=== design 1 ===
Design 1, cell outlines without signal wires:
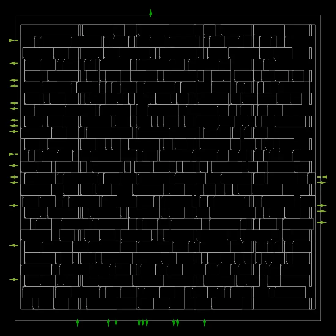
===== config.mk =====
export PLATFORM = sky130hd
export DESIGN_NAME = tempsens_frame_rx
export DESIGN_NICKNAME = d
export VERILOG_FILES = /design/src/rtl/tempsens_pkg.sv /design/src/rtl/tempsens_uart_rx_byte.sv /design/src/rtl/tempsens_frame_rx.sv
export SDC_FILE = /design/constraint.sdc
export NUM_CORES = 1
export LEC_CHECK = 0
export CORE_UTILIZATION = 58
export CTS_BUF_LIST = sky130_fd_sc_hd__clkbuf_4
export CTS_CLUSTER_DIAMETER = 150
export DETAILED_ROUTE_END_ITERATION = 8
export PLACE_DENSITY_LB_ADDON = 0.08
export SLEW_MARGIN = 20
export SYNTH_ARGS = -nofsm -noshare
export SYNTH_HDL_FRONTEND = slang
export SYNTH_SLANG_ARGS = --single-unit

===== constraint.sdc =====
create_clock -name clk -period 2.4 [get_ports clk]
set_input_delay 0.36 -clock clk [delete_from_list [all_inputs] [get_ports clk]]
set_output_delay 0.36 -clock clk [all_outputs]
set_load 0.02 [all_outputs]

===== src/rtl/tempsens_pkg.sv =====
// Shared definitions for the sensor UART frame receiver: byte-FSM states,
// bit-period derivation and frame byte order.
package tempsens_pkg;

    typedef enum logic [2:0] {
        IDLE,
        START,
        DATA,
        STOP,
        BREAK
    } rx_state_t;

    // Byte 0 of a frame lands in the least significant byte of the word.
    localparam bit FRAME_LSB_FIRST = 1'b1;

    function automatic int unsigned calc_clks_per_bit(input int unsigned clk_hz,
                                                      input int unsigned baud);
        return clk_hz / baud;
    endfunction

endpackage


===== src/rtl/tempsens_uart_rx_byte.sv =====
// 8N1 byte receiver: 2-flop synchroniser, start-bit qualification, LSB-first
// data sampling and stop-bit check with a BREAK hold while the line stays low.
module tempsens_uart_rx_byte
    import tempsens_pkg::*;
#(
    parameter int CLKS_PER_BIT = 10
) (
    input  logic       clk,
    input  logic       reset,
    input  logic       rx,
    output logic [7:0] data,
    output logic       byte_done,
    output logic       stop_err,
    output logic       idle
);

    localparam int CW = $clog2(CLKS_PER_BIT + 1);
    localparam logic [CW-1:0] HALF_LAST = CW'(CLKS_PER_BIT / 2 - 1);
    localparam logic [CW-1:0] BIT_LAST  = CW'(CLKS_PER_BIT - 1);

    logic            sync1_reg;
    logic            sync2_reg;
    logic            prev_reg;
    rx_state_t       state_reg;
    logic [CW-1:0]   cnt_reg;
    logic [2:0]      bit_reg;
    logic [7:0]      shift_reg;
    logic            stop_sample;

    always_ff @(posedge clk) begin
        if (!reset) begin
            sync1_reg <= 1'b1;
            sync2_reg <= 1'b1;
            prev_reg  <= 1'b1;
            state_reg <= IDLE;
            cnt_reg   <= '0;
            bit_reg   <= '0;
            shift_reg <= '0;
        end else begin
            sync1_reg <= rx;
            sync2_reg <= sync1_reg;
            prev_reg  <= sync2_reg;
            case (state_reg)
                IDLE: begin
                    if (prev_reg && !sync2_reg) begin
                        state_reg <= START;
                        cnt_reg   <= '0;
                    end
                end
                START: begin
                    // Mid-start-bit check rejects short glitches silently.
                    if (cnt_reg == HALF_LAST) begin
                        cnt_reg   <= '0;
                        bit_reg   <= '0;
                        state_reg <= sync2_reg ? IDLE : DATA;
                    end else begin
                        cnt_reg <= cnt_reg + 1'b1;
                    end
                end
                DATA: begin
                    if (cnt_reg == BIT_LAST) begin
                        cnt_reg   <= '0;
                        shift_reg <= {sync2_reg, shift_reg[7:1]};
                        bit_reg   <= bit_reg + 1'b1;
                        if (bit_reg == 3'd7) begin
                            state_reg <= STOP;
                        end
                    end else begin
                        cnt_reg <= cnt_reg + 1'b1;
                    end
                end
                STOP: begin
                    if (cnt_reg == BIT_LAST) begin
                        cnt_reg   <= '0;
                        state_reg <= sync2_reg ? IDLE : BREAK;
                    end else begin
                        cnt_reg <= cnt_reg + 1'b1;
                    end
                end
                BREAK: begin
                    if (sync2_reg) begin
                        state_reg <= IDLE;
                    end
                end
                default: state_reg <= IDLE;
            endcase
        end
    end

    // Strobes are decoded from registered state so the frame logic can act
    // on the same edge as the stop-bit sample.
    assign stop_sample = (state_reg == STOP) && (cnt_reg == BIT_LAST);
    assign byte_done   = stop_sample && sync2_reg;
    assign stop_err    = stop_sample && !sync2_reg;
    assign idle        = (state_reg == IDLE);
    assign data        = shift_reg;

endmodule


===== src/rtl/tempsens_frame_rx.sv =====
// Host-side frame receiver: assembles NBYTES UART bytes into one word with
// valid/error strobes and an inter-byte gap timeout.
// Optional statistics counters are enabled by defining TEMPSENS_RX_STATS_EN.
module tempsens_frame_rx
    import tempsens_pkg::*;
#(
    parameter int CLK_HZ   = 10000,
    parameter int BAUD     = 1000,
    parameter int NBYTES   = 3,
    parameter int GAP_BITS = 20
) (
    input  logic                  clk,
    input  logic                  reset,
    input  logic                  rx,
    output logic [8*NBYTES-1:0]   frame_data,
    output logic                  frame_valid,
    output logic                  frame_err,
    output logic [1:0]            byte_idx
`ifdef TEMPSENS_RX_STATS_EN
    ,
    output logic [15:0]           frame_cnt,
    output logic [7:0]            err_cnt
`endif
);

    localparam int CLKS_PER_BIT = int'(calc_clks_per_bit(CLK_HZ, BAUD));
    localparam int GAP_LIMIT    = GAP_BITS * CLKS_PER_BIT;
    localparam int GW           = $clog2(GAP_LIMIT + 1);
    localparam logic [1:0] LAST_IDX = 2'(NBYTES - 1);
    localparam int LAST_POS     = FRAME_LSB_FIRST ? NBYTES - 1 : 0;

    logic [7:0]          rx_byte;
    logic                byte_done;
    logic                stop_err;
    logic                rx_idle;
    logic [8*NBYTES-1:0] assembled;
    logic [GW-1:0]       gap_reg;
    logic                gap_run;
    logic                gap_expire;

    tempsens_uart_rx_byte #(
        .CLKS_PER_BIT (CLKS_PER_BIT)
    ) u_byte (
        .clk       (clk),
        .reset     (reset),
        .rx        (rx),
        .data      (rx_byte),
        .byte_done (byte_done),
        .stop_err  (stop_err),
        .idle      (rx_idle)
    );

    // Earlier bytes wait in slots; the final byte is taken straight from the
    // receiver so the word is complete on the stop-bit edge.
    for (genvar gi = 0; gi < NBYTES - 1; gi++) begin : g_slot
        localparam int POS = FRAME_LSB_FIRST ? gi : NBYTES - 1 - gi;
        logic [7:0] slot_reg;

        always_ff @(posedge clk) begin
            if (!reset) begin
                slot_reg <= '0;
            end else if (byte_done && byte_idx == 2'(gi)) begin
                slot_reg <= rx_byte;
            end
        end

        assign assembled[8*POS +: 8] = slot_reg;
    end
    assign assembled[8*LAST_POS +: 8] = rx_byte;

    assign gap_run    = rx_idle && (byte_idx != 2'd0);
    assign gap_expire = gap_run && (gap_reg == GW'(GAP_LIMIT - 1));

    // Timeout is checked before the receiver leaves IDLE, so a start edge in
    // the expiry cycle begins a fresh frame at byte 0.
    always_ff @(posedge clk) begin
        if (!reset) begin
            frame_data  <= '0;
            frame_valid <= 1'b0;
            frame_err   <= 1'b0;
            byte_idx    <= 2'd0;
            gap_reg     <= '0;
        end else begin
            frame_valid <= 1'b0;
            frame_err   <= 1'b0;
            if (byte_done) begin
                gap_reg <= '0;
                if (byte_idx == LAST_IDX) begin
                    frame_data  <= assembled;
                    frame_valid <= 1'b1;
                    byte_idx    <= 2'd0;
                end else begin
                    byte_idx <= byte_idx + 2'd1;
                end
            end else if (stop_err || gap_expire) begin
                frame_err <= 1'b1;
                byte_idx  <= 2'd0;
                gap_reg   <= '0;
            end else if (gap_run) begin
                gap_reg <= gap_reg + 1'b1;
            end
        end
    end

`ifdef TEMPSENS_RX_STATS_EN
    always_ff @(posedge clk) begin
        if (!reset) begin
            frame_cnt <= '0;
            err_cnt   <= '0;
        end else begin
            if (frame_valid && frame_cnt != 16'hFFFF) begin
                frame_cnt <= frame_cnt + 16'd1;
            end
            if (frame_err && err_cnt != 8'hFF) begin
                err_cnt <= err_cnt + 8'd1;
            end
        end
    end
`endif

endmodule


==> impl_metrics.env <==
# flow metrics
export IMPL_status="complete, no violations"
export IMPL_port_buffers=30
export IMPL_num_multi_input_gates=203
export IMPL_layout_nets=336
export IMPL_dieHeight_um=73.1
export IMPL_ios=31
export IMPL_clock_sinks=73
export IMPL_setup_ws_ps=321
export IMPL_synth_cell_types=46
export IMPL_dpl_instance_area_mm2=0.00330
export IMPL_setup_tns_ps=0
export IMPL_global_route_usage_met2_pct=36.2
export IMPL_drc_errors=0
export IMPL_ys_top_cells_by_area="dfxtp_1, mux2i_1, nand2_1"
export IMPL_hold_viol=0
export IMPL_cpPeakStageDelay_ps=540
export IMPL_fin_util_pct=72.2
export IMPL_edf_count=0
export IMPL_powerDensity_mw_per_mm2=610
export IMPL_cp_startpoint="u_byte.state_reg[0]$_SDFFE_PN0P_"
export IMPL_fin_hold_ws_ps=417
export IMPL_cpMaxStageDelayCell="or3_1"
export IMPL_muxShareOfSynthArea_pct=16.7
export IMPL_rsz0062_at_grt="false"
export IMPL_ys_top_logic_family="simple AND/OR/NAND/NOR gates"
export IMPL_r2r_end="byte_idx[1]$_SDFFE_PN0P_"
export IMPL_p_leak_nw=1.15
Notes on 'cell outlines without signal wires' of design 1 above:
Placeable Area: 0.00479 mm²
flop count: 73
Seq area share: 42.3%


=== design 2 ===
**src/rtl/player_input_hub_if.sv**
```systemverilog
`default_nettype none
// ============================================================================
// player_input_hub_if : raw pins and frame strobe in, player controls out
// Rev 1.0
// ============================================================================
interface player_input_hub_if #(
  parameter int N_PLAYERS = 2
);
  logic [5*N_PLAYERS-1:0] i_btn;
  logic                   i_frame_tick;
  logic [5*N_PLAYERS-1:0] o_led;
  logic [3*N_PLAYERS-1:0] o_dir;
  logic [N_PLAYERS-1:0]   o_fire;
  logic [N_PLAYERS-1:0]   o_start;

  modport master (output i_btn, i_frame_tick, input o_led, o_dir, o_fire, o_start);
  modport slave  (input i_btn, i_frame_tick, output o_led, o_dir, o_fire, o_start);
endinterface
`default_nettype wire

```
**src/rtl/player_input_hub.sv**
```systemverilog
`default_nettype none
// ============================================================================
// player_input_hub : per-button sync/debounce, per-player direction, fire, start
// Rev 1.0
// ============================================================================
module player_input_hub #(
  parameter int N_PLAYERS       = 2,
  parameter bit ACTIVE_LOW      = 1'b0,
  parameter int DEBOUNCE_CYCLES = 250000,
  parameter int REPEAT_DELAY    = 6250000,
  parameter int REPEAT_PERIOD   = 2500000,
  parameter int START_HOLD      = 25000000
) (
  input  logic              clk,
  input  logic              rst,
  player_input_hub_if.slave bus
);
  localparam int NB       = 5 * N_PLAYERS;
  localparam int DB_W     = $clog2(DEBOUNCE_CYCLES + 1);
  localparam int HOLD_MAX = (REPEAT_DELAY > START_HOLD) ? REPEAT_DELAY : START_HOLD;
  localparam int HOLD_W   = $clog2(HOLD_MAX + 1);
  localparam int RP_W     = (REPEAT_PERIOD > 0) ? $clog2(REPEAT_PERIOD + 1) : 1;

  logic [NB-1:0] raw, sync1, sync2, deb, deb_d;

  assign raw        = ACTIVE_LOW ? ~bus.i_btn : bus.i_btn;
  assign bus.o_led  = deb;

  function automatic logic [1:0] first_set(input logic [3:0] v);
    if (v[0])      return 2'd0;
    else if (v[1]) return 2'd1;
    else if (v[2]) return 2'd2;
    else           return 2'd3;
  endfunction

  always_ff @(posedge clk) begin
    if (rst) begin
      sync1 <= '0;
      sync2 <= '0;
      deb_d <= '0;
    end else begin
      sync1 <= raw;
      sync2 <= sync1;
      deb_d <= deb;
    end
  end

  for (genvar b = 0; b < NB; b++) begin : g_bit
    logic [DB_W-1:0] cnt;
    logic            level;

    always_ff @(posedge clk) begin
      if (rst) begin
        cnt   <= '0;
        level <= 1'b0;
      end else if (sync2[b] == level) begin
        cnt <= '0;
      end else if (cnt == DB_W'(DEBOUNCE_CYCLES - 1)) begin
        cnt   <= '0;
        level <= ~level;
      end else begin
        cnt <= cnt + 1'b1;
      end
    end

    assign deb[b] = level;
  end

  for (genvar p = 0; p < N_PLAYERS; p++) begin : g_player
    localparam int B = 5 * p;

    logic [3:0]        held, rise;
    logic              fire_held, fire_rise;
    logic              cur_valid, nxt_valid;
    logic [1:0]        cur_dir, nxt_dir;
    logic [HOLD_W-1:0] hold;
    logic [RP_W-1:0]   rep_cnt;
    logic              rep_active, start_done, pending, fire_q;
    logic [2:0]        dir_q;
    logic              first_rep, next_rep, fire_event, start_now;

    assign held      = deb[B +: 4];
    assign rise      = deb[B +: 4] & ~deb_d[B +: 4];
    assign fire_held = deb[B + 4];
    assign fire_rise = deb[B + 4] & ~deb_d[B + 4];

    assign first_rep  = fire_held && !rep_active && (REPEAT_PERIOD != 0)
                        && (hold == HOLD_W'(REPEAT_DELAY));
    assign next_rep   = fire_held && rep_active && (rep_cnt == RP_W'(REPEAT_PERIOD - 1));
    assign fire_event = fire_rise | first_rep | next_rep;
    assign start_now  = fire_held && !start_done && (hold == HOLD_W'(START_HOLD));

    // Newest press wins; losing the current one falls back by fixed priority.
    always_comb begin
      nxt_valid = cur_valid;
      nxt_dir   = cur_dir;
      if (|rise) begin
        nxt_valid = 1'b1;
        nxt_dir   = first_set(rise);
      end else if (cur_valid && !held[cur_dir]) begin
        nxt_valid = |held;
        nxt_dir   = (|held) ? first_set(held) : 2'd0;
      end
    end

    always_ff @(posedge clk) begin
      if (rst) begin
        cur_valid  <= 1'b0;
        cur_dir    <= 2'd0;
        hold       <= '0;
        rep_cnt    <= '0;
        rep_active <= 1'b0;
        start_done <= 1'b0;
        pending    <= 1'b0;
        fire_q     <= 1'b0;
        dir_q      <= 3'd0;
      end else begin
        cur_valid <= nxt_valid;
        cur_dir   <= nxt_dir;
        if (!fire_held) begin
          hold       <= '0;
          rep_cnt    <= '0;
          rep_active <= 1'b0;
          start_done <= 1'b0;
        end else begin
          if (hold != HOLD_W'(HOLD_MAX)) hold <= hold + 1'b1;
          if (first_rep || next_rep) begin
            rep_active <= 1'b1;
            rep_cnt    <= '0;
          end else if (rep_active) begin
            rep_cnt <= rep_cnt + 1'b1;
          end
          if (start_now) start_done <= 1'b1;
        end
        // An event landing on the tick cycle belongs to the frame being closed.
        if (bus.i_frame_tick) begin
          fire_q  <= pending | fire_event;
          pending <= 1'b0;
          dir_q   <= {cur_valid, cur_dir};
        end else begin
          fire_q  <= 1'b0;
          pending <= pending | fire_event;
        end
      end
    end

    assign bus.o_dir[3*p +: 3] = dir_q;
    assign bus.o_fire[p]       = fire_q;
    assign bus.o_start[p]      = start_now;
  end
endmodule
`default_nettype wire

```
**src/flat_wrapper.sv**
```systemverilog
// flat-port wrapper written by rule: the top's interface ports become plain ports
module player_input_hub_flat 
#(
  parameter int N_PLAYERS       = 2,
  parameter bit ACTIVE_LOW      = 1'b0,
  parameter int DEBOUNCE_CYCLES = 250000,
  parameter int REPEAT_DELAY    = 6250000,
  parameter int REPEAT_PERIOD   = 2500000,
  parameter int START_HOLD      = 25000000
)
  (clk, rst, bus_i_btn, bus_i_frame_tick, bus_o_led, bus_o_dir, bus_o_fire, bus_o_start);
  player_input_hub_if #(.N_PLAYERS(N_PLAYERS)) bus_i ();
  input  logic clk;
  input  logic rst;
  input wire logic [$bits(bus_i.i_btn)-1:0] bus_i_btn;
  input wire logic [$bits(bus_i.i_frame_tick)-1:0] bus_i_frame_tick;
  output wire logic [$bits(bus_i.o_led)-1:0] bus_o_led;
  output wire logic [$bits(bus_i.o_dir)-1:0] bus_o_dir;
  output wire logic [$bits(bus_i.o_fire)-1:0] bus_o_fire;
  output wire logic [$bits(bus_i.o_start)-1:0] bus_o_start;
  assign bus_i.i_btn = bus_i_btn;
  assign bus_i.i_frame_tick = bus_i_frame_tick;
  assign bus_o_led = bus_i.o_led;
  assign bus_o_dir = bus_i.o_dir;
  assign bus_o_fire = bus_i.o_fire;
  assign bus_o_start = bus_i.o_start;
  player_input_hub #(.N_PLAYERS(N_PLAYERS), .ACTIVE_LOW(ACTIVE_LOW), .DEBOUNCE_CYCLES(DEBOUNCE_CYCLES), .REPEAT_DELAY(REPEAT_DELAY), .REPEAT_PERIOD(REPEAT_PERIOD), .START_HOLD(START_HOLD)) u_core (.clk(clk), .rst(rst), .bus(bus_i));
endmodule
```
**config.mk**
```make
export PLATFORM = sky130hd
export DESIGN_NAME = player_input_hub_flat
export DESIGN_NICKNAME = d
export VERILOG_FILES = /design/src/rtl/player_input_hub_if.sv /design/src/rtl/player_input_hub.sv /design/src/flat_wrapper.sv
export SDC_FILE = /design/constraint.sdc
export NUM_CORES = 1
export LEC_CHECK = 0
export CORE_ASPECT_RATIO = 2
export CORE_MARGIN = 2
export CORE_UTILIZATION = 55
export CTS_BUF_LIST = sky130_fd_sc_hd__clkbuf_8
export DETAILED_ROUTE_END_ITERATION = 8
export PLACE_DENSITY = 0.72
export SYNTH_ARGS = -nofsm -noshare
export SYNTH_HDL_FRONTEND = slang
export SYNTH_SLANG_ARGS = --single-unit
```
**constraint.sdc**
```tcl
create_clock -name clk -period 3.8 [get_ports clk]
set_input_delay 0.95 -clock clk [delete_from_list [all_inputs] [get_ports clk]]
set_output_delay 0.95 -clock clk [all_outputs]
set_load 0.02 [all_outputs]
```
==> impl_metrics.env <==
# flow metrics
export IMPL_highest_layer="met4"
export IMPL_intPower_mw=5.33
export IMPL_finClkSkew_ps=11.3
export IMPL_cpMaxStageDelayCell="clkdlybuf4s50_1"
export IMPL_path_cells="nor4b_1 > nand4_1 > nor4_1 > clkdlybuf4s50_1"
export IMPL_synth_xor_xnor_area_share_pct=10.7
export IMPL_r2r_end="u_core.g_player[1].rep_cnt[14]$_SDFFE_PP0P_"
export IMPL_core_area_mm2=0.0270
export IMPL_worst_pin_slew_ps=1230
export IMPL_clock_power_share_pct=46.6
export IMPL_fillers=2419
export IMPL_critPathBufInv=1
export IMPL_cts_tree="yes"
export IMPL_status="complete, no violations"
export IMPL_num_vias=12500
export IMPL_worstPathMaxFanout=8
export IMPL_setup_viol=0
export IMPL_min_path_type="reg -> reg"
export IMPL_drtIter0Drc=500
export IMPL_cp_top_family="simple AND/OR/NAND/NOR gates"
export IMPL_n_antenna_cell=1
export IMPL_ys_cells=1737
export IMPL_muxShareOfSynthArea_pct=1.09
export IMPL_largest_reg_flops=180
Design 2, clock distribution:
Bar = 20 µm.
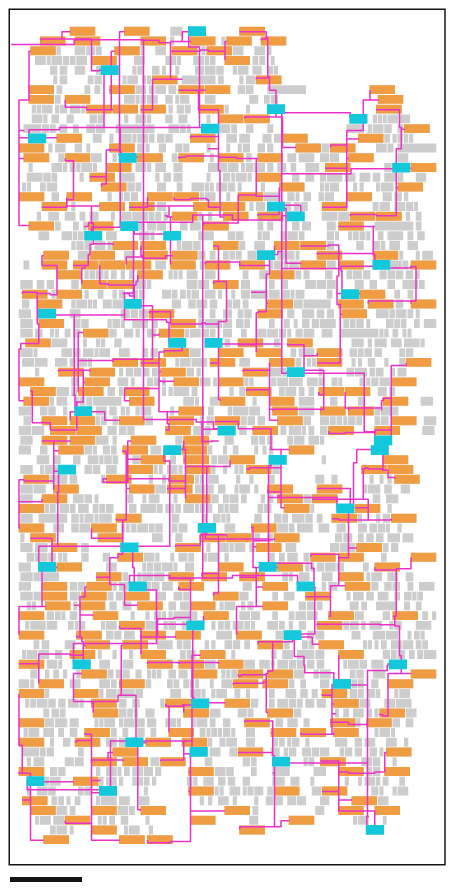
- flip-flops: orange (count 334)
- cells driving clock nets: cyan (count 47)
- clock wires: magenta (length 4300 µm)
- flops lie: spread over the die
- routed clock nets: 48


=== design 3 ===
Design 3, wiring by layer:
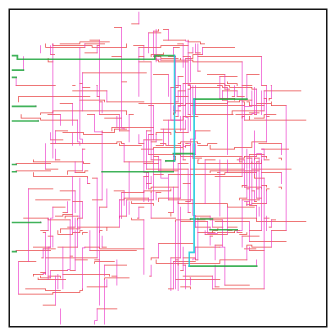
Design 3, cell classes on the final placement:
Fill, decap, tap and diode cells in gray.
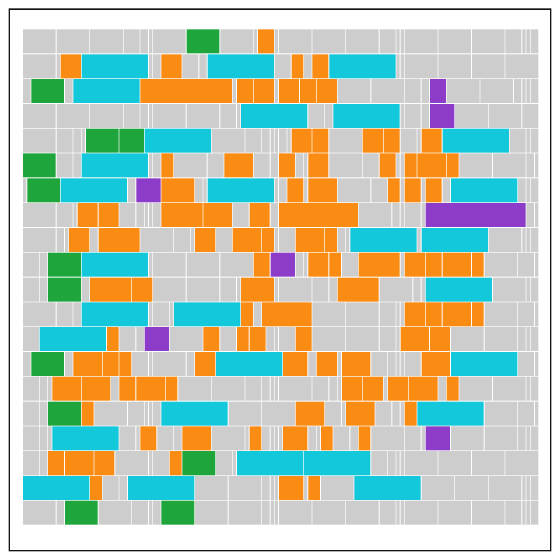
File: src/rtl/jump_pkg.sv
// Shared definitions for the jump pulse generator: FSM state encoding,
// counter width and default timing constants.
package jump_pkg;

  typedef enum logic [1:0] {
    ST_IDLE       = 2'd0,
    ST_PRESS_DB   = 2'd1,
    ST_PRESSED    = 2'd2,
    ST_RELEASE_DB = 2'd3
  } state_e;

  localparam int unsigned CNT_W               = 16;
  localparam int unsigned DEF_DEBOUNCE_CYCLES = 4;
  localparam int unsigned DEF_HOLD_CYCLES     = 50;
  localparam int unsigned DEF_REPEAT_CYCLES   = 10;

endpackage

File: src/rtl/sync_2ff.sv
// Two-flop synchronizer for a single asynchronous bit; the first flop
// feeds only the second so it has a full cycle to resolve metastability.
module sync_2ff (
  input  logic clk,
  input  logic rst,
  input  logic d,
  output logic q
);

  logic meta_q;
  logic sync_q;

  always_ff @(posedge clk) begin
    if (rst) begin
      meta_q <= 1'b0;
      sync_q <= 1'b0;
    end else begin
      meta_q <= d;
      sync_q <= meta_q;
    end
  end

  assign q = sync_q;

endmodule

File: src/rtl/jump_pulse_gen.sv
// Debounces a raw key and emits a one-cycle jump pulse per accepted press,
// with optional auto-repeat while the key stays held.
module jump_pulse_gen
  import jump_pkg::*;
#(
  parameter int unsigned DEBOUNCE_CYCLES = DEF_DEBOUNCE_CYCLES,
  parameter bit          REPEAT_EN       = 1'b0,
  parameter int unsigned HOLD_CYCLES     = DEF_HOLD_CYCLES,
  parameter int unsigned REPEAT_CYCLES   = DEF_REPEAT_CYCLES
) (
  input  logic       clk,
  input  logic       rst,
  input  logic       key_in,
  output logic       jump,
  output logic       key_level,
  output logic [7:0] press_cnt
);

  localparam logic [CNT_W-1:0] DB_LAST   = 16'(DEBOUNCE_CYCLES - 1);
  localparam logic [CNT_W-1:0] HOLD_LAST = 16'(HOLD_CYCLES - 1);
  localparam logic [CNT_W-1:0] REP_LAST  = 16'(REPEAT_CYCLES - 1);

  logic             key_s;
  state_e           state_q, state_d;
  logic [CNT_W-1:0] cnt_q, cnt_d;
  logic [CNT_W-1:0] rep_cnt_q, rep_cnt_d;
  logic             rep_phase_q, rep_phase_d;
  logic [CNT_W-1:0] rep_target_s;
  logic             accept_s;
  logic             fire_s;
  logic             jump_q;
  logic             key_level_q;
  logic [7:0]       press_cnt_q;

  sync_2ff u_sync (
    .clk (clk),
    .rst (rst),
    .d   (key_in),
    .q   (key_s)
  );

  always_comb begin
    state_d      = state_q;
    cnt_d        = cnt_q;
    rep_cnt_d    = rep_cnt_q;
    rep_phase_d  = rep_phase_q;
    accept_s     = 1'b0;
    fire_s       = 1'b0;
    rep_target_s = rep_phase_q ? REP_LAST : HOLD_LAST;
    case (state_q)
      ST_IDLE: begin
        if (key_s) begin
          state_d = ST_PRESS_DB;
          cnt_d   = '0;
        end
      end
      ST_PRESS_DB: begin
        if (!key_s) begin
          state_d = ST_IDLE;
        end else if (cnt_q == DB_LAST) begin
          state_d     = ST_PRESSED;
          accept_s    = 1'b1;
          rep_cnt_d   = '0;
          rep_phase_d = 1'b0;
        end else begin
          cnt_d = cnt_q + 16'd1;
        end
      end
      ST_PRESSED: begin
        if (!key_s) begin
          state_d     = ST_RELEASE_DB;
          cnt_d       = '0;
          rep_cnt_d   = '0;
          rep_phase_d = 1'b0;
        end else if (REPEAT_EN) begin
          // first interval is the hold time, later ones the repeat period
          if (rep_cnt_q == rep_target_s) begin
            fire_s      = !jump_q;
            rep_cnt_d   = '0;
            rep_phase_d = 1'b1;
          end else begin
            rep_cnt_d = rep_cnt_q + 16'd1;
          end
        end else begin
          rep_cnt_d = '0;
        end
      end
      ST_RELEASE_DB: begin
        if (key_s) begin
          state_d     = ST_PRESSED;
          rep_cnt_d   = '0;
          rep_phase_d = 1'b0;
        end else if (cnt_q == DB_LAST) begin
          state_d = ST_IDLE;
        end else begin
          cnt_d = cnt_q + 16'd1;
        end
      end
      default: begin
        state_d = ST_IDLE;
      end
    endcase
  end

  always_ff @(posedge clk) begin
    if (rst) begin
      state_q     <= ST_IDLE;
      cnt_q       <= '0;
      rep_cnt_q   <= '0;
      rep_phase_q <= 1'b0;
      jump_q      <= 1'b0;
      key_level_q <= 1'b0;
      press_cnt_q <= 8'd0;
    end else begin
      state_q     <= state_d;
      cnt_q       <= cnt_d;
      rep_cnt_q   <= rep_cnt_d;
      rep_phase_q <= rep_phase_d;
      jump_q      <= accept_s | fire_s;
      key_level_q <= (state_d == ST_PRESSED) || (state_d == ST_RELEASE_DB);
      press_cnt_q <= press_cnt_q + {7'd0, accept_s};
    end
  end

  assign jump      = jump_q;
  assign key_level = key_level_q;
  assign press_cnt = press_cnt_q;

endmodule

File: config.mk
export PLATFORM = sky130hd
export DESIGN_NAME = jump_pulse_gen
export DESIGN_NICKNAME = d
export VERILOG_FILES = /design/src/rtl/jump_pkg.sv /design/src/rtl/sync_2ff.sv /design/src/rtl/jump_pulse_gen.sv
export SDC_FILE = /design/constraint.sdc
export NUM_CORES = 1
export LEC_CHECK = 0
export CORE_MARGIN = 1
export CORE_UTILIZATION = 39
export CTS_CLUSTER_DIAMETER = 150
export DETAILED_ROUTE_END_ITERATION = 10
export PLACE_DENSITY = 0.54
export SETUP_SLACK_MARGIN = 0.3
export SLEW_MARGIN = 20
export SYNTH_ARGS = -nofsm -noshare
export SYNTH_HDL_FRONTEND = slang
export SYNTH_SLANG_ARGS = --single-unit
File: constraint.sdc
create_clock -name clk -period 2.7 [get_ports clk]
set_input_delay 0.27 -clock clk [delete_from_list [all_inputs] [get_ports clk]]
set_output_delay 0.27 -clock clk [all_outputs]
set_load 0.05 [all_outputs]
==> impl_metrics.env <==
# flow metrics
export IMPL_status="complete, no violations"
export IMPL_reg2regPathDepth=9
export IMPL_global_route_usage_met2_pct=24.2
export IMPL_worst_path_stages=9
export IMPL_syn_inst=134
export IMPL_vias_per_cell=5.13
export IMPL_drtPass1Iterations=4
export IMPL_ir_worst_vdd_v=0.000259
export IMPL_post_cts_buffers=0
export IMPL_maxCapViolCount=0
export IMPL_yosys_warnings=0
export IMPL_power_net_switching_uw=168
export IMPL_p_leak_nw=0.568
export IMPL_finClkSkew_ps=11.7
export IMPL_grt_ovfl_total=0
export IMPL_taps=44
export IMPL_grt_pass1_vias=967
export IMPL_intPower_uw=626
export IMPL_wl_met1_um=1140
export IMPL_dp_hpwl_um=1650
export IMPL_layout_nets=158
export IMPL_largestClassByArea="combinational gates"
export IMPL_synth_seq_share_pct=45.5
export IMPL_gp_congestion=0.767
## Picture notes: 'wiring by layer' of design 3
- met4: cyan (wire length 51.9 µm)
- met3: green (wire length 102 µm)
- met2: magenta (wire length 1080 µm)
- met1: red (wire length 1140 µm)
wire per inst: 12.1 µm
Global Route Usage Sum: 16.7%
routed via count: 1005
Final Routed Wirelength: 2370 µm

## Picture notes: 'cell classes on the final placement' of design 3
- clock drivers and dummy loads: purple (cells 7; share of their area 4.9%)
- flip-flops: cyan (cells 29; share of their area 39%)
- other buffers and delay cells: green (cells 13; share of their area 8.6%)
- all other logic: orange (cells 103; share of their area 47%)
post-route cell area: 0.00153 mm²
Seq area share: 37.8%
final design utilization: 49.8%



==> screenshots <==
Pin placement.
Pins as bars across the die edge, other pins in gray.
image #1
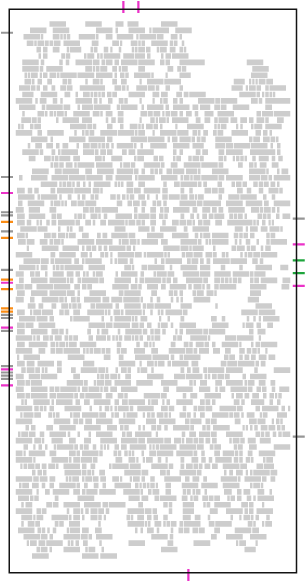
image #2
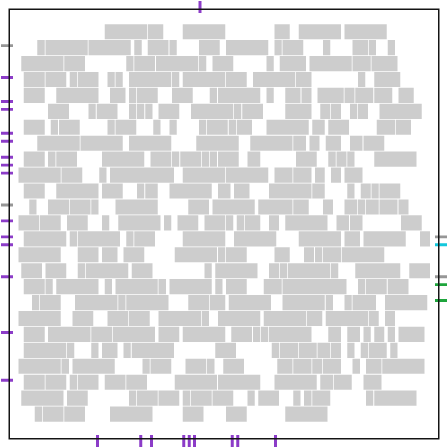
image #3
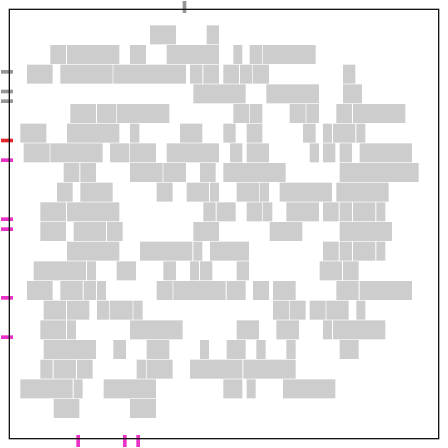
For design 2, see image #1.
For design 1, see image #2.
For design 3, see image #3.
The one with the fewest pins is image #3.

